=== round_loop_ctrl_flat ===
### src/rtl/round_loop_ctrl_if.sv
// Handshake/bus bundle for round_loop_ctrl: configuration, fetch PC and loop outputs.
// The abort input exists only when ROUND_LOOP_ABORT_EN is defined.
interface round_loop_ctrl_if #(
   parameter int PC_W  = 64,
   parameter int RND_W = 5
);
   logic             cfg_valid;
   logic [PC_W-1:0]  cfg_start_pc;
   logic [PC_W-1:0]  cfg_end_pc;
   logic [RND_W-1:0] cfg_rounds;
   logic             cfg_ready;
   logic [PC_W-1:0]  PC;
   logic             stall;
   logic             branchTaken;
   logic [PC_W-1:0]  branchOffset;
   logic [RND_W-1:0] round;
   logic             busy;
   logic             done;
`ifdef ROUND_LOOP_ABORT_EN
   logic             abort;

   modport master (
      output cfg_valid, cfg_start_pc, cfg_end_pc, cfg_rounds, PC, stall, abort,
      input  cfg_ready, branchTaken, branchOffset, round, busy, done
   );
   modport slave (
      input  cfg_valid, cfg_start_pc, cfg_end_pc, cfg_rounds, PC, stall, abort,
      output cfg_ready, branchTaken, branchOffset, round, busy, done
   );
`else
   modport master (
      output cfg_valid, cfg_start_pc, cfg_end_pc, cfg_rounds, PC, stall,
      input  cfg_ready, branchTaken, branchOffset, round, busy, done
   );
   modport slave (
      input  cfg_valid, cfg_start_pc, cfg_end_pc, cfg_rounds, PC, stall,
      output cfg_ready, branchTaken, branchOffset, round, busy, done
   );
`endif
endinterface

### src/rtl/round_loop_ctrl.sv
// Hardware round-loop sequencer: branch redirect is combinational (0-cycle), round/busy/done/cfg_ready registered (1-cycle).
// stall freezes all PC matching; cfg_valid is dropped while busy (cfg_ready=0). ROUND_LOOP_ABORT_EN adds an abort input.
module round_loop_ctrl #(
   parameter int PC_W  = 64,
   parameter int RND_W = 5
) (
   input  logic               clk,
   input  logic               reset,
   round_loop_ctrl_if.slave   bus
);
   typedef enum logic [1:0] {IDLE, ARMED, RUN, DONE} state_t;

   state_t           state_q, state_d;
   logic [PC_W-1:0]  start_pc_q, start_pc_d;
   logic [PC_W-1:0]  end_pc_q, end_pc_d;
   logic [RND_W-1:0] rounds_q, rounds_d;
   logic [RND_W-1:0] round_q, round_d;
   logic             busy_q, busy_d;
   logic             done_q, done_d;
   logic             cfg_ready_q, cfg_ready_d;

   logic             cfg_take;
   logic             start_hit;
   logic             end_hit;
   logic             end_match;
   logic             last_round;
   logic             abort_act;
   logic             branch_taken;
   logic [PC_W-1:0]  branch_offset;

   assign cfg_take   = bus.cfg_valid && (bus.cfg_rounds != '0) &&
                       ((state_q == IDLE) || (state_q == DONE));
   assign start_hit  = !bus.stall && (bus.PC == start_pc_q);
   assign end_hit    = !bus.stall && (bus.PC == end_pc_q);
   // A single-instruction body hits start and end together while still ARMED.
   assign end_match  = end_hit && ((state_q == RUN) || ((state_q == ARMED) && start_hit));
   assign last_round = (round_q == (rounds_q - RND_W'(1)));

`ifdef ROUND_LOOP_ABORT_EN
   assign abort_act  = bus.abort && ((state_q == ARMED) || (state_q == RUN));
`else
   assign abort_act  = 1'b0;
`endif

   always_ff @(posedge clk) begin
      if (reset) begin
         state_q     <= IDLE;
         start_pc_q  <= '0;
         end_pc_q    <= '0;
         rounds_q    <= '0;
         round_q     <= '0;
         busy_q      <= 1'b0;
         done_q      <= 1'b0;
         cfg_ready_q <= 1'b1;
      end else begin
         state_q     <= state_d;
         start_pc_q  <= start_pc_d;
         end_pc_q    <= end_pc_d;
         rounds_q    <= rounds_d;
         round_q     <= round_d;
         busy_q      <= busy_d;
         done_q      <= done_d;
         cfg_ready_q <= cfg_ready_d;
      end
   end

   always_comb begin
      state_d    = state_q;
      start_pc_d = start_pc_q;
      end_pc_d   = end_pc_q;
      rounds_d   = rounds_q;
      if (cfg_take) begin
         state_d    = ARMED;
         start_pc_d = bus.cfg_start_pc;
         end_pc_d   = bus.cfg_end_pc;
         rounds_d   = bus.cfg_rounds;
      end else if (abort_act) begin
         state_d = IDLE;
      end else begin
         case (state_q)
            ARMED: if (start_hit) state_d = (end_match && last_round) ? DONE : RUN;
            RUN:   if (end_match && last_round) state_d = DONE;
            default: state_d = state_q;
         endcase
      end
   end

   always_comb begin
      round_d = round_q;
      if (cfg_take || abort_act) begin
         round_d = '0;
      end else if (end_match && !last_round) begin
         round_d = round_q + RND_W'(1);
      end
      done_d        = end_match && last_round && !abort_act;
      busy_d        = (state_d == ARMED) || (state_d == RUN);
      cfg_ready_d   = !busy_d;
      // Reset drops any redirect that would otherwise go out this cycle.
      branch_taken  = !reset && end_match && !last_round && !abort_act;
      branch_offset = branch_taken ? (start_pc_q - end_pc_q) : '0;
   end

   assign bus.branchTaken  = branch_taken;
   assign bus.branchOffset = branch_offset;
   assign bus.round        = round_q;
   assign bus.busy         = busy_q;
   assign bus.done         = done_q;
   assign bus.cfg_ready    = cfg_ready_q;
endmodule

### src/flat_wrapper.sv
// flat-port wrapper written by rule: the top's interface ports become plain ports
module round_loop_ctrl_flat 
#(
   parameter int PC_W  = 64,
   parameter int RND_W = 5
)
  (clk, reset, bus_cfg_valid, bus_cfg_start_pc, bus_cfg_end_pc, bus_cfg_rounds, bus_PC, bus_stall, bus_cfg_ready, bus_branchTaken, bus_branchOffset, bus_round, bus_busy, bus_done);
  round_loop_ctrl_if #(.PC_W(PC_W), .RND_W(RND_W)) bus_i ();
  input  logic clk;
  input  logic reset;
  input wire logic [$bits(bus_i.cfg_valid)-1:0] bus_cfg_valid;
  input wire logic [$bits(bus_i.cfg_start_pc)-1:0] bus_cfg_start_pc;
  input wire logic [$bits(bus_i.cfg_end_pc)-1:0] bus_cfg_end_pc;
  input wire logic [$bits(bus_i.cfg_rounds)-1:0] bus_cfg_rounds;
  input wire logic [$bits(bus_i.PC)-1:0] bus_PC;
  input wire logic [$bits(bus_i.stall)-1:0] bus_stall;
  output wire logic [$bits(bus_i.cfg_ready)-1:0] bus_cfg_ready;
  output wire logic [$bits(bus_i.branchTaken)-1:0] bus_branchTaken;
  output wire logic [$bits(bus_i.branchOffset)-1:0] bus_branchOffset;
  output wire logic [$bits(bus_i.round)-1:0] bus_round;
  output wire logic [$bits(bus_i.busy)-1:0] bus_busy;
  output wire logic [$bits(bus_i.done)-1:0] bus_done;
  assign bus_i.cfg_valid = bus_cfg_valid;
  assign bus_i.cfg_start_pc = bus_cfg_start_pc;
  assign bus_i.cfg_end_pc = bus_cfg_end_pc;
  assign bus_i.cfg_rounds = bus_cfg_rounds;
  assign bus_i.PC = bus_PC;
  assign bus_i.stall = bus_stall;
  assign bus_cfg_ready = bus_i.cfg_ready;
  assign bus_branchTaken = bus_i.branchTaken;
  assign bus_branchOffset = bus_i.branchOffset;
  assign bus_round = bus_i.round;
  assign bus_busy = bus_i.busy;
  assign bus_done = bus_i.done;
  round_loop_ctrl #(.PC_W(PC_W), .RND_W(RND_W)) u_core (.clk(clk), .reset(reset), .bus(bus_i));
endmodule
### config.mk
export PLATFORM = sky130hd
export DESIGN_NAME = round_loop_ctrl_flat
export DESIGN_NICKNAME = d
export VERILOG_FILES = /design/src/rtl/round_loop_ctrl_if.sv /design/src/rtl/round_loop_ctrl.sv /design/src/flat_wrapper.sv
export SDC_FILE = /design/constraint.sdc
export NUM_CORES = 1
export LEC_CHECK = 0
export CORE_MARGIN = 5
export CORE_UTILIZATION = 35
export DETAILED_ROUTE_END_ITERATION = 8
export GPL_ROUTABILITY_DRIVEN = 0
export GPL_TIMING_DRIVEN = 1
export HOLD_SLACK_MARGIN = 0.08
export RECOVER_POWER = 25
export SKIP_CTS_REPAIR_TIMING = 1
export SLEW_MARGIN = 20
export SYNTH_ARGS = -nofsm -noshare
export SYNTH_HDL_FRONTEND = slang
export SYNTH_SLANG_ARGS = --single-unit
### constraint.sdc
create_clock -name clk -period 5.2 [get_ports clk]
set_input_delay 1.3 -clock clk [delete_from_list [all_inputs] [get_ports clk]]
set_output_delay 1.3 -clock clk [all_outputs]
set_load 0.03 [all_outputs]
=== mpsoc_msi_slave_arbiter_flat ===
[src/rtl/mpsoc_msi_slave_arbiter_if.sv]
// ---------------------------------------------------------------------------
// mpsoc_msi_slave_arbiter_if
//
// Purpose: bundles the request side and the grant side of one slave-port
// arbiter so the interconnect can hand it around as a single port.
//
// Signals (MASTERS = number of requesting masters):
//   mst_priority   [MASTERS][3]  per-master priority, 7 = highest
//   mst_HSEL       [MASTERS]     master m selects this slave
//   mst_HTRANS     [MASTERS][2]  master transfer type (IDLE/BUSY/NONSEQ/SEQ)
//   mst_HMASTLOCK  [MASTERS]     master m requests a locked sequence
//   can_switch     [MASTERS]     master m may give up ownership now
//   slv_HREADY                   transfer complete on the slave side
//   granted_master [MASTERS]     registered one-hot grant
//   grant_idx      [clog2]       binary owner index, 0 when no owner
//   grant_valid                  an owner exists
//   grant_change                 one-cycle pulse after the grant changed
//
// Modports:
//   master : the interconnect / masters side (drives requests, sees grants)
//   slave  : the arbiter itself (sees requests, drives grants)
// ---------------------------------------------------------------------------
interface mpsoc_msi_slave_arbiter_if #(
  parameter int MASTERS = 5
);
  localparam int IW = (MASTERS > 1) ? $clog2(MASTERS) : 1;

  logic [MASTERS-1:0][2:0] mst_priority;
  logic [MASTERS-1:0]      mst_HSEL;
  logic [MASTERS-1:0][1:0] mst_HTRANS;
  logic [MASTERS-1:0]      mst_HMASTLOCK;
  logic [MASTERS-1:0]      can_switch;
  logic                    slv_HREADY;
  logic [MASTERS-1:0]      granted_master;
  logic [IW-1:0]           grant_idx;
  logic                    grant_valid;
  logic                    grant_change;

  modport master (
    output mst_priority, mst_HSEL, mst_HTRANS, mst_HMASTLOCK, can_switch,
    output slv_HREADY,
    input  granted_master, grant_idx, grant_valid, grant_change
  );

  modport slave (
    input  mst_priority, mst_HSEL, mst_HTRANS, mst_HMASTLOCK, can_switch,
    input  slv_HREADY,
    output granted_master, grant_idx, grant_valid, grant_change
  );
endinterface

[src/rtl/mpsoc_msi_slave_arbiter.sv]
// ---------------------------------------------------------------------------
// mpsoc_msi_slave_arbiter
//
// Purpose: per-slave-port arbiter of the AHB-Lite multi-master interconnect.
// Picks the owner of this slave by 3-bit priority with round-robin among
// equal top priorities, honours HMASTLOCK, can_switch and the HREADY
// transfer boundary, and drives a registered one-hot grant.
//
// Ports:
//   HCLK    clock, rising edge
//   HRESET  synchronous, active-high reset
//   bus     mpsoc_msi_slave_arbiter_if.slave (requests in, grants out)
//
// Parameters:
//   MASTERS  number of requesting masters (2..16)
//   QUANTUM  max consecutive HREADY cycles in OWNED before a forced
//            hand-over (only with MSI_ARB_QUANTUM_EN)
//
// Optional feature macro: MSI_ARB_QUANTUM_EN
//   Defined   : an owner that has held the slave for QUANTUM HREADY cycles
//               is pre-empted by any other requester of priority >= its own,
//               even without can_switch (never while LOCKED).
//   Undefined : no quantum counter; QUANTUM is ignored.
// ---------------------------------------------------------------------------
module mpsoc_msi_slave_arbiter #(
  parameter int MASTERS = 5,
  parameter int QUANTUM = 16
) (
  input  logic                     HCLK,
  input  logic                     HRESET,
  mpsoc_msi_slave_arbiter_if.slave bus
);
  localparam int IW = (MASTERS > 1) ? $clog2(MASTERS) : 1;

  typedef enum logic [1:0] {
    ST_IDLE   = 2'd0,
    ST_OWNED  = 2'd1,
    ST_LOCKED = 2'd2
  } state_t;

  state_t             state_reg;
  logic [MASTERS-1:0] granted_reg;
  logic [IW-1:0]      grant_idx_reg;
  logic [IW-1:0]      rr_ptr_reg;
  logic               grant_change_reg;

  logic [MASTERS-1:0] req;
  logic [MASTERS-1:0] htrans_lsb;
  logic [MASTERS-1:0] cand;
  logic [MASTERS-1:0] is_top;
  logic [MASTERS-1:0] at_or_after;
  logic [MASTERS-1:0] top_hi;
  logic [MASTERS-1:0] pick;
  logic [MASTERS-1:0] win_onehot;
  logic [MASTERS:0][2:0]    max_chain;
  logic [MASTERS:0][IW-1:0] idx_chain;
  logic [2:0]         top_pri;
  logic [IW-1:0]      win_idx;
  logic [IW-1:0]      rr_ptr_next;
  logic               win_found;
  logic               win_lock;
  logic               owner_can_switch;
  logic               owner_req;
  logic               owner_lock;
  logic               normal_arb;
  logic               force_arb;
  logic               excl_owner;
  logic               arb_event;
  logic               grant_move;

  // Only NONSEQ/SEQ count as a request, so the low HTRANS bit is not needed.
  generate
    for (genvar gi = 0; gi < MASTERS; gi++) begin : g_req
      assign req[gi]        = bus.mst_HSEL[gi] & bus.mst_HTRANS[gi][1];
      assign htrans_lsb[gi] = bus.mst_HTRANS[gi][0];
    end
  endgenerate

  logic htrans_lsb_unused;
  assign htrans_lsb_unused = ^htrans_lsb;

  // Owner attributes are read through the one-hot grant, which is all-zero
  // in IDLE, so no index decode is needed.
  assign owner_can_switch = |(granted_reg & bus.can_switch);
  assign owner_req        = |(granted_reg & req);
  assign owner_lock       = |(granted_reg & bus.mst_HMASTLOCK);

`ifdef MSI_ARB_QUANTUM_EN
  localparam int QW = $clog2(QUANTUM + 1);

  logic [QW-1:0]      quantum_cnt_reg;
  logic [MASTERS-1:0] contender;
  logic [MASTERS:0][2:0] owner_pri_chain;
  logic [2:0]         owner_pri;

  generate
    for (genvar gi = 0; gi < MASTERS; gi++) begin : g_quantum
      assign owner_pri_chain[gi+1] = owner_pri_chain[gi] |
                                     (granted_reg[gi] ? bus.mst_priority[gi] : 3'd0);
      assign contender[gi] = req[gi] & ~granted_reg[gi] &
                             (bus.mst_priority[gi] >= owner_pri);
    end
  endgenerate
  assign owner_pri_chain[0] = 3'd0;
  assign owner_pri          = owner_pri_chain[MASTERS];

  assign force_arb = (state_reg == ST_OWNED) &&
                     (quantum_cnt_reg == QW'(QUANTUM)) && (|contender);

  // Counts HREADY cycles of the current owner in OWNED, saturating at QUANTUM.
  always_ff @(posedge HCLK) begin
    if (HRESET) begin
      quantum_cnt_reg <= '0;
    end else if (grant_move) begin
      quantum_cnt_reg <= '0;
    end else if (bus.slv_HREADY && (state_reg == ST_OWNED) &&
                 (quantum_cnt_reg != QW'(QUANTUM))) begin
      quantum_cnt_reg <= quantum_cnt_reg + QW'(1);
    end
  end
`else
  logic [31:0] quantum_unused;
  assign quantum_unused = 32'(QUANTUM);
  assign force_arb      = 1'b0;
`endif

  // A forced (quantum) round must hand the slave to someone else, so the
  // owner drops out of the candidate set unless it offered to switch anyway.
  assign normal_arb = (state_reg == ST_IDLE) ||
                      ((state_reg == ST_OWNED) && (owner_can_switch || !owner_req));
  assign excl_owner = force_arb & ~owner_can_switch;
  assign arb_event  = bus.slv_HREADY & (normal_arb | force_arb);
  assign cand       = excl_owner ? (req & ~granted_reg) : req;

  // Top priority among candidates, then round-robin among those at the top:
  // prefer the lowest set bit at or above rr_ptr, else wrap to the lowest.
  generate
    for (genvar gi = 0; gi < MASTERS; gi++) begin : g_sel
      assign max_chain[gi+1] = (cand[gi] && (bus.mst_priority[gi] > max_chain[gi])) ?
                               bus.mst_priority[gi] : max_chain[gi];
      assign is_top[gi]      = cand[gi] & (bus.mst_priority[gi] == top_pri);
      assign at_or_after[gi] = (IW'(gi) >= rr_ptr_reg);
      assign idx_chain[gi+1] = idx_chain[gi] | (win_onehot[gi] ? IW'(gi) : '0);
    end
  endgenerate
  assign max_chain[0] = 3'd0;
  assign idx_chain[0] = '0;
  assign top_pri      = max_chain[MASTERS];
  assign top_hi       = is_top & at_or_after;
  assign pick         = (|top_hi) ? top_hi : is_top;
  assign win_onehot   = pick & (~pick + MASTERS'(1));
  assign win_found    = |pick;
  assign win_idx      = idx_chain[MASTERS];
  assign win_lock     = |(win_onehot & bus.mst_HMASTLOCK);
  assign rr_ptr_next  = (win_idx == IW'(MASTERS - 1)) ? '0 : (win_idx + IW'(1));

  // The grant "moves" when the registered one-hot takes a different value,
  // including a release to no owner.
  assign grant_move = arb_event &&
                      (win_found ? (win_onehot != granted_reg) : (granted_reg != '0));

  always_ff @(posedge HCLK) begin
    if (HRESET) begin
      state_reg        <= ST_IDLE;
      granted_reg      <= '0;
      grant_idx_reg    <= '0;
      rr_ptr_reg       <= '0;
      grant_change_reg <= 1'b0;
    end else begin
      grant_change_reg <= grant_move;
      if (bus.slv_HREADY) begin
        case (state_reg)
          ST_LOCKED: begin
            // No arbitration while locked; unlocking only returns to OWNED.
            if (!owner_lock) begin
              state_reg <= ST_OWNED;
            end
          end
          default: begin
            if (arb_event) begin
              if (win_found) begin
                state_reg     <= win_lock ? ST_LOCKED : ST_OWNED;
                granted_reg   <= win_onehot;
                grant_idx_reg <= win_idx;
                if (grant_move) begin
                  rr_ptr_reg <= rr_ptr_next;
                end
              end else begin
                state_reg     <= ST_IDLE;
                granted_reg   <= '0;
                grant_idx_reg <= '0;
              end
            end
          end
        endcase
      end
    end
  end

  assign bus.granted_master = granted_reg;
  assign bus.grant_idx      = grant_idx_reg;
  assign bus.grant_valid    = |granted_reg;
  assign bus.grant_change   = grant_change_reg;

endmodule

[src/flat_wrapper.sv]
// flat-port wrapper written by rule: the top's interface ports become plain ports
module mpsoc_msi_slave_arbiter_flat 
#(
  parameter int MASTERS = 5,
  parameter int QUANTUM = 16
)
  (HCLK, HRESET, bus_mst_priority, bus_mst_HSEL, bus_mst_HTRANS, bus_mst_HMASTLOCK, bus_can_switch, bus_slv_HREADY, bus_granted_master, bus_grant_idx, bus_grant_valid, bus_grant_change);
  mpsoc_msi_slave_arbiter_if #(.MASTERS(MASTERS)) bus_i ();
  input  logic HCLK;
  input  logic HRESET;
  input wire logic [$bits(bus_i.mst_priority)-1:0] bus_mst_priority;
  input wire logic [$bits(bus_i.mst_HSEL)-1:0] bus_mst_HSEL;
  input wire logic [$bits(bus_i.mst_HTRANS)-1:0] bus_mst_HTRANS;
  input wire logic [$bits(bus_i.mst_HMASTLOCK)-1:0] bus_mst_HMASTLOCK;
  input wire logic [$bits(bus_i.can_switch)-1:0] bus_can_switch;
  input wire logic [$bits(bus_i.slv_HREADY)-1:0] bus_slv_HREADY;
  output wire logic [$bits(bus_i.granted_master)-1:0] bus_granted_master;
  output wire logic [$bits(bus_i.grant_idx)-1:0] bus_grant_idx;
  output wire logic [$bits(bus_i.grant_valid)-1:0] bus_grant_valid;
  output wire logic [$bits(bus_i.grant_change)-1:0] bus_grant_change;
  assign bus_i.mst_priority = bus_mst_priority;
  assign bus_i.mst_HSEL = bus_mst_HSEL;
  assign bus_i.mst_HTRANS = bus_mst_HTRANS;
  assign bus_i.mst_HMASTLOCK = bus_mst_HMASTLOCK;
  assign bus_i.can_switch = bus_can_switch;
  assign bus_i.slv_HREADY = bus_slv_HREADY;
  assign bus_granted_master = bus_i.granted_master;
  assign bus_grant_idx = bus_i.grant_idx;
  assign bus_grant_valid = bus_i.grant_valid;
  assign bus_grant_change = bus_i.grant_change;
  mpsoc_msi_slave_arbiter #(.MASTERS(MASTERS), .QUANTUM(QUANTUM)) u_core (.HCLK(HCLK), .HRESET(HRESET), .bus(bus_i));
endmodule
[config.mk]
export PLATFORM = sky130hd
export DESIGN_NAME = mpsoc_msi_slave_arbiter_flat
export DESIGN_NICKNAME = d
export VERILOG_FILES = /design/src/rtl/mpsoc_msi_slave_arbiter_if.sv /design/src/rtl/mpsoc_msi_slave_arbiter.sv /design/src/flat_wrapper.sv
export SDC_FILE = /design/constraint.sdc
export NUM_CORES = 1
export LEC_CHECK = 0
export CORE_AREA = 8 8 96 98
export DETAILED_ROUTE_END_ITERATION = 6
export DIE_AREA = 0 0 104 106
export MAX_ROUTING_LAYER = met4
export PLACE_DENSITY = 0.56
export SLEW_MARGIN = 0
export SYNTH_ARGS = -nofsm -noshare
export SYNTH_HDL_FRONTEND = slang
export SYNTH_SLANG_ARGS = --single-unit
[constraint.sdc]
create_clock -name HCLK -period 11.05 [get_ports HCLK]
set_clock_uncertainty 0.15 [all_clocks]
set_input_delay 1.105 -clock HCLK [delete_from_list [all_inputs] [get_ports HCLK]]
set_output_delay 1.105 -clock HCLK [all_outputs]
set_load 0.05 [all_outputs]
### Track usage over the die, round_loop_ctrl_flat

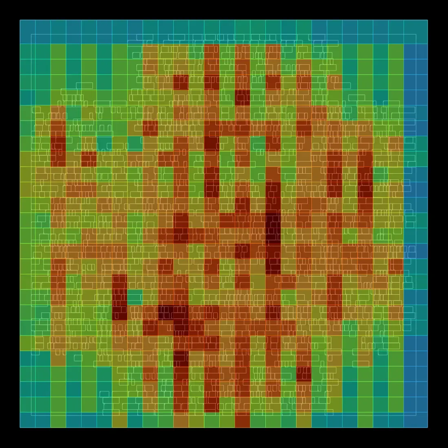
M2 GR Usage: 39.5%
met1 usage: 32.6%

==> impl_metrics.csv, round_loop_ctrl_flat <==
group,metric,value,unit
detailed_routing,wire_per_inst,20.4,um
yosys,synthCells,1469,
setup_path,critPathLaunch,"bus_PC[48]",
outcome,violations,"capacitance limit, slew limit, setup timing",
clock_network,h-tree-depth,4,
setup_path,path_depth,14,
grt,grt_usage,24.8,%
sta,tightest_slew,2.91,ns
yosys,ys_sh_simple,22.1,%
sta,holdWs,0.458,ns
run,drv_cap,1,
sta,setup_viol,65,
sta,fin_crit,5.49,ns
setup_path,r2r_end,"u_core.bus.round[4]$_SDFFE_PP0P_",
sta,setup_ws,-0.292,ns
sta,final_max_slew_viol_count,136,
die,fp.dieH,183,um
outcome,status,"complete, but fails checks",
detailed_routing,wl,45200,um
yosys,ys_types,70,
place,hpwl,35100,um
setup_path,critPathKind,"input pin to output port",
grt,grt_pass1_wl,64700,um
yosys,floorplan.nets,1738,
cells_and_area,drive_gt1_share,18.3,%
-- round_loop_ctrl_flat: area by class of cell --
| cell class | count | area share, % |
|---|---|---|
| diodes | 10 | 0.154 |
| clock buffers | 18 | 2.64 |
| clock inverters | 14 | 0.763 |
| inverters | 102 | 2.43 |
| multi-input cells | 1155 | 47.6 |
| flip-flops and latches | 143 | 17.6 |
| well taps | 390 | 3.01 |
| repair buffers | 383 | 25.8 |
-- round_loop_ctrl_flat: per-stage QoR --
| stage | TNS, ns | power (mW) | area (sq um) | setup slack, ns | cells |
|---|---|---|---|---|---|
| floorplan | 0 | 2.18 | 10500 | 0.191 | 1469 |
| global placement | -31.90 | 2.77 | 14600 | -0.581 | 2163 |
| detailed placement | -37.40 | 2.77 | 14600 | -0.686 | 2163 |
| CTS | -39.41 | 3.97 | 15100 | -0.714 | 2195 |
| global route | -19.36 | 4.29 | 16200 | -0.339 | 2210 |
| finish | -14.94 | 4.10 | 16200 | -0.292 | 2215 |
-- round_loop_ctrl_flat: report_power, final --
| part | internal, mW | switching [mW] |
|---|---|---|
| Sequential | 1.16 | 0.0835 |
| Combinational | 0.710 | 0.945 |
| Clock | 0.627 | 0.571 |
| Total | 2.50 | 1.60 |
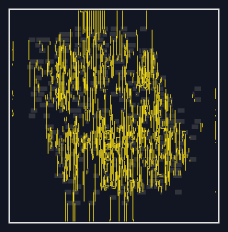
*Signal wires on met2, mpsoc_msi_slave_arbiter_flat*
(2 px per um)
main direction: vertical
longest straight run: 32.0 um
wire length on this layer: 4,090 um
share of all routed wire: 46%

==> impl_metrics.csv, mpsoc_msi_slave_arbiter_flat <==
group,metric,value,unit
outcome,status,"finished, final reports clean",
place,place_congestion,0.864,
cells_and_area,fin_util,42.1,%
pwr,sw_frac_of_total,47.5,%
clock_network,h-tree-depth,1,
clock_network,cts-root-buf,"clkbuf_8",
pwr,intPower,0.164,mW
yosys,yosysChipArea,0.00265,sq mm
setup_path,critPathKind,"input pin to register",
sta,holdWs,0.353,ns
setup_path,cp_top_family,"AND-OR/OR-AND gates",
run,tool_warnings,32,
sta,relSlewSlack,34.0,%
clock_network,cts_tree,"done",
yosys,ys_seq_share,9.83,%
yosys,aoi_share,39.3,%
setup_path,critPathArrivalTime,10.27,ns
cells_and_area,seq_area,260,sq um
setup_path,crit_end,"u_core.rr_ptr_reg[2]$_SDFFE_PP0P_",
cells_and_area,largest_cell_class,"multi-input combinational cells",
grt,grt_usage,15.8,%
grt,grt_pass1_wl,14500,um
yosys,yosys_warnings,0,
yosys,adder_share,5.67,%
detailed_routing,highest_layer,"met4",
detailed_routing,drt_iter0_drc,232,
clock_network,cts_resized,0,
clock_network,postCtsSetupRepairBufs,0,
cells_and_area,drive_gt1_share,14.3,%
setup_path,slowest_delay,0.59,ns
min_path,whs_path_depth,2,
detailed_routing,wl_met1,4330,um
sta,max_freq,97.0,MHz
pwr,p_leak,1.28,nW
cells_and_area,comb_area_share,66.4,%
clock_network,cts.sinks,13,
cells_and_area,buffers,62,
setup_path,critPathLaunch,"bus_mst_priority[2]",
mpsoc_msi_slave_arbiter_flat: synth_stat cells (3+ instances only):
cell	instances	area, sq um
or2_2	3	18.8
a22oi_1	9	67.6
o21ai_0	11	55.1
o2111ai_1	5	43.8
nand2_1	31	116
xnor2_1	5	43.8
a21oi_1	10	50.1
a221o_1	3	30.0
nor2_1	37	139
a211oi_2	4	50.1
a211oi_1	10	75.1
a21o_1	3	22.5
dfxtp_1	13	260
and3_1	6	37.5
mux2i_1	10	100
nand3b_1	8	60.1
o211ai_1	4	30.0
inv_1	24	90.1
ha_1	12	150
nor4_1	5	31.3
nor3_1	11	55.1
and3_2	3	22.5
or4_1	3	22.5
or3_1	3	18.8
nand4_1	6	37.5
a2111oi_4	3	82.6
a211o_1	5	43.8
mux2_2	3	33.8
clkbuf_1	4	15.0
a2bb2oi_1	3	26.3
and2_1	3	18.8
a311oi_1	3	26.3
nor3b_1	3	22.5
nand3_1	21	105
a31oi_1	5	31.3
mpsoc_msi_slave_arbiter_flat: layer usage:
layer / vias up / GRT usage, %
li1: 1505 / -
met4: 0 / 2.17
met1: 1466 / 21.1
met5: - / -
met2: 85 / 25.5
met3: 6 / 2.00


==> layout pictures side by side <==
A small window of the routed layout.
panel A
Window x 72 to 112, y 108 to 148 um. Cells in gray, sequential cells in the stronger gray; small squares are vias.
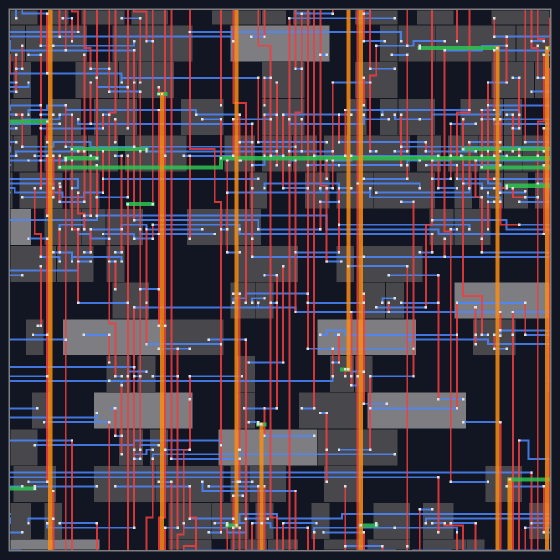
panel B
Window x 32 to 72, y 54 to 94 um. Cells in gray, sequential cells in the stronger gray; small squares are vias.
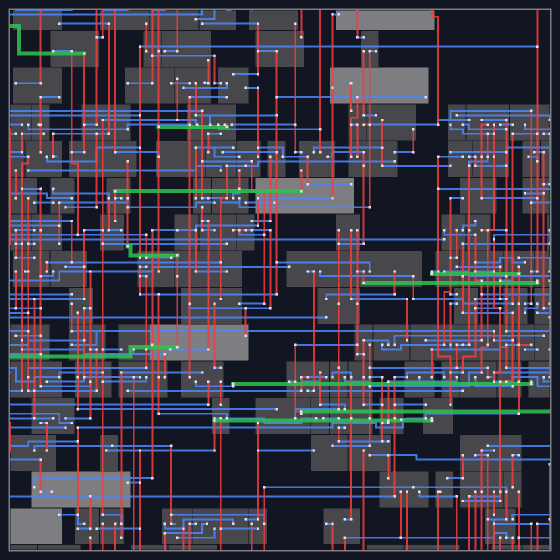
panel A -> round_loop_ctrl_flat
panel B -> mpsoc_msi_slave_arbiter_flat

Key to panel A:
[green] met3
[blue] met1
[red] met2
[orange] met4
sequential cells in the window: 7
most frequent: a21oi_1 (13), nand2_1 (12)
cells with their middle in the window: 104
netlist names of flops here include: u_core.start_pc_q (4), u_core.end_pc_q (3)


==> screenshots <==
Gate families picked out.
(a)
(4 px per um)
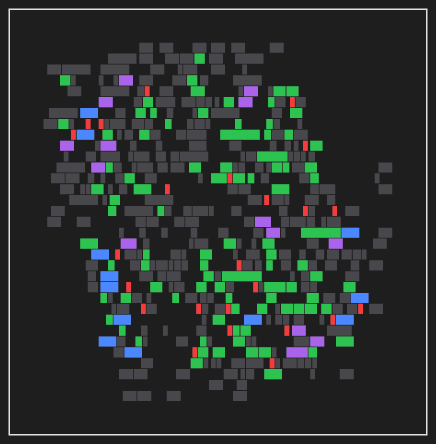
(b)
(2 px per um)
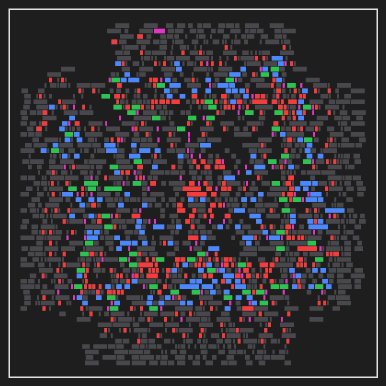
mpsoc_msi_slave_arbiter_flat: (a)
round_loop_ctrl_flat: (b)
The one with the most cells is (b).

Power is estimated from default activity; no workload was simulated.
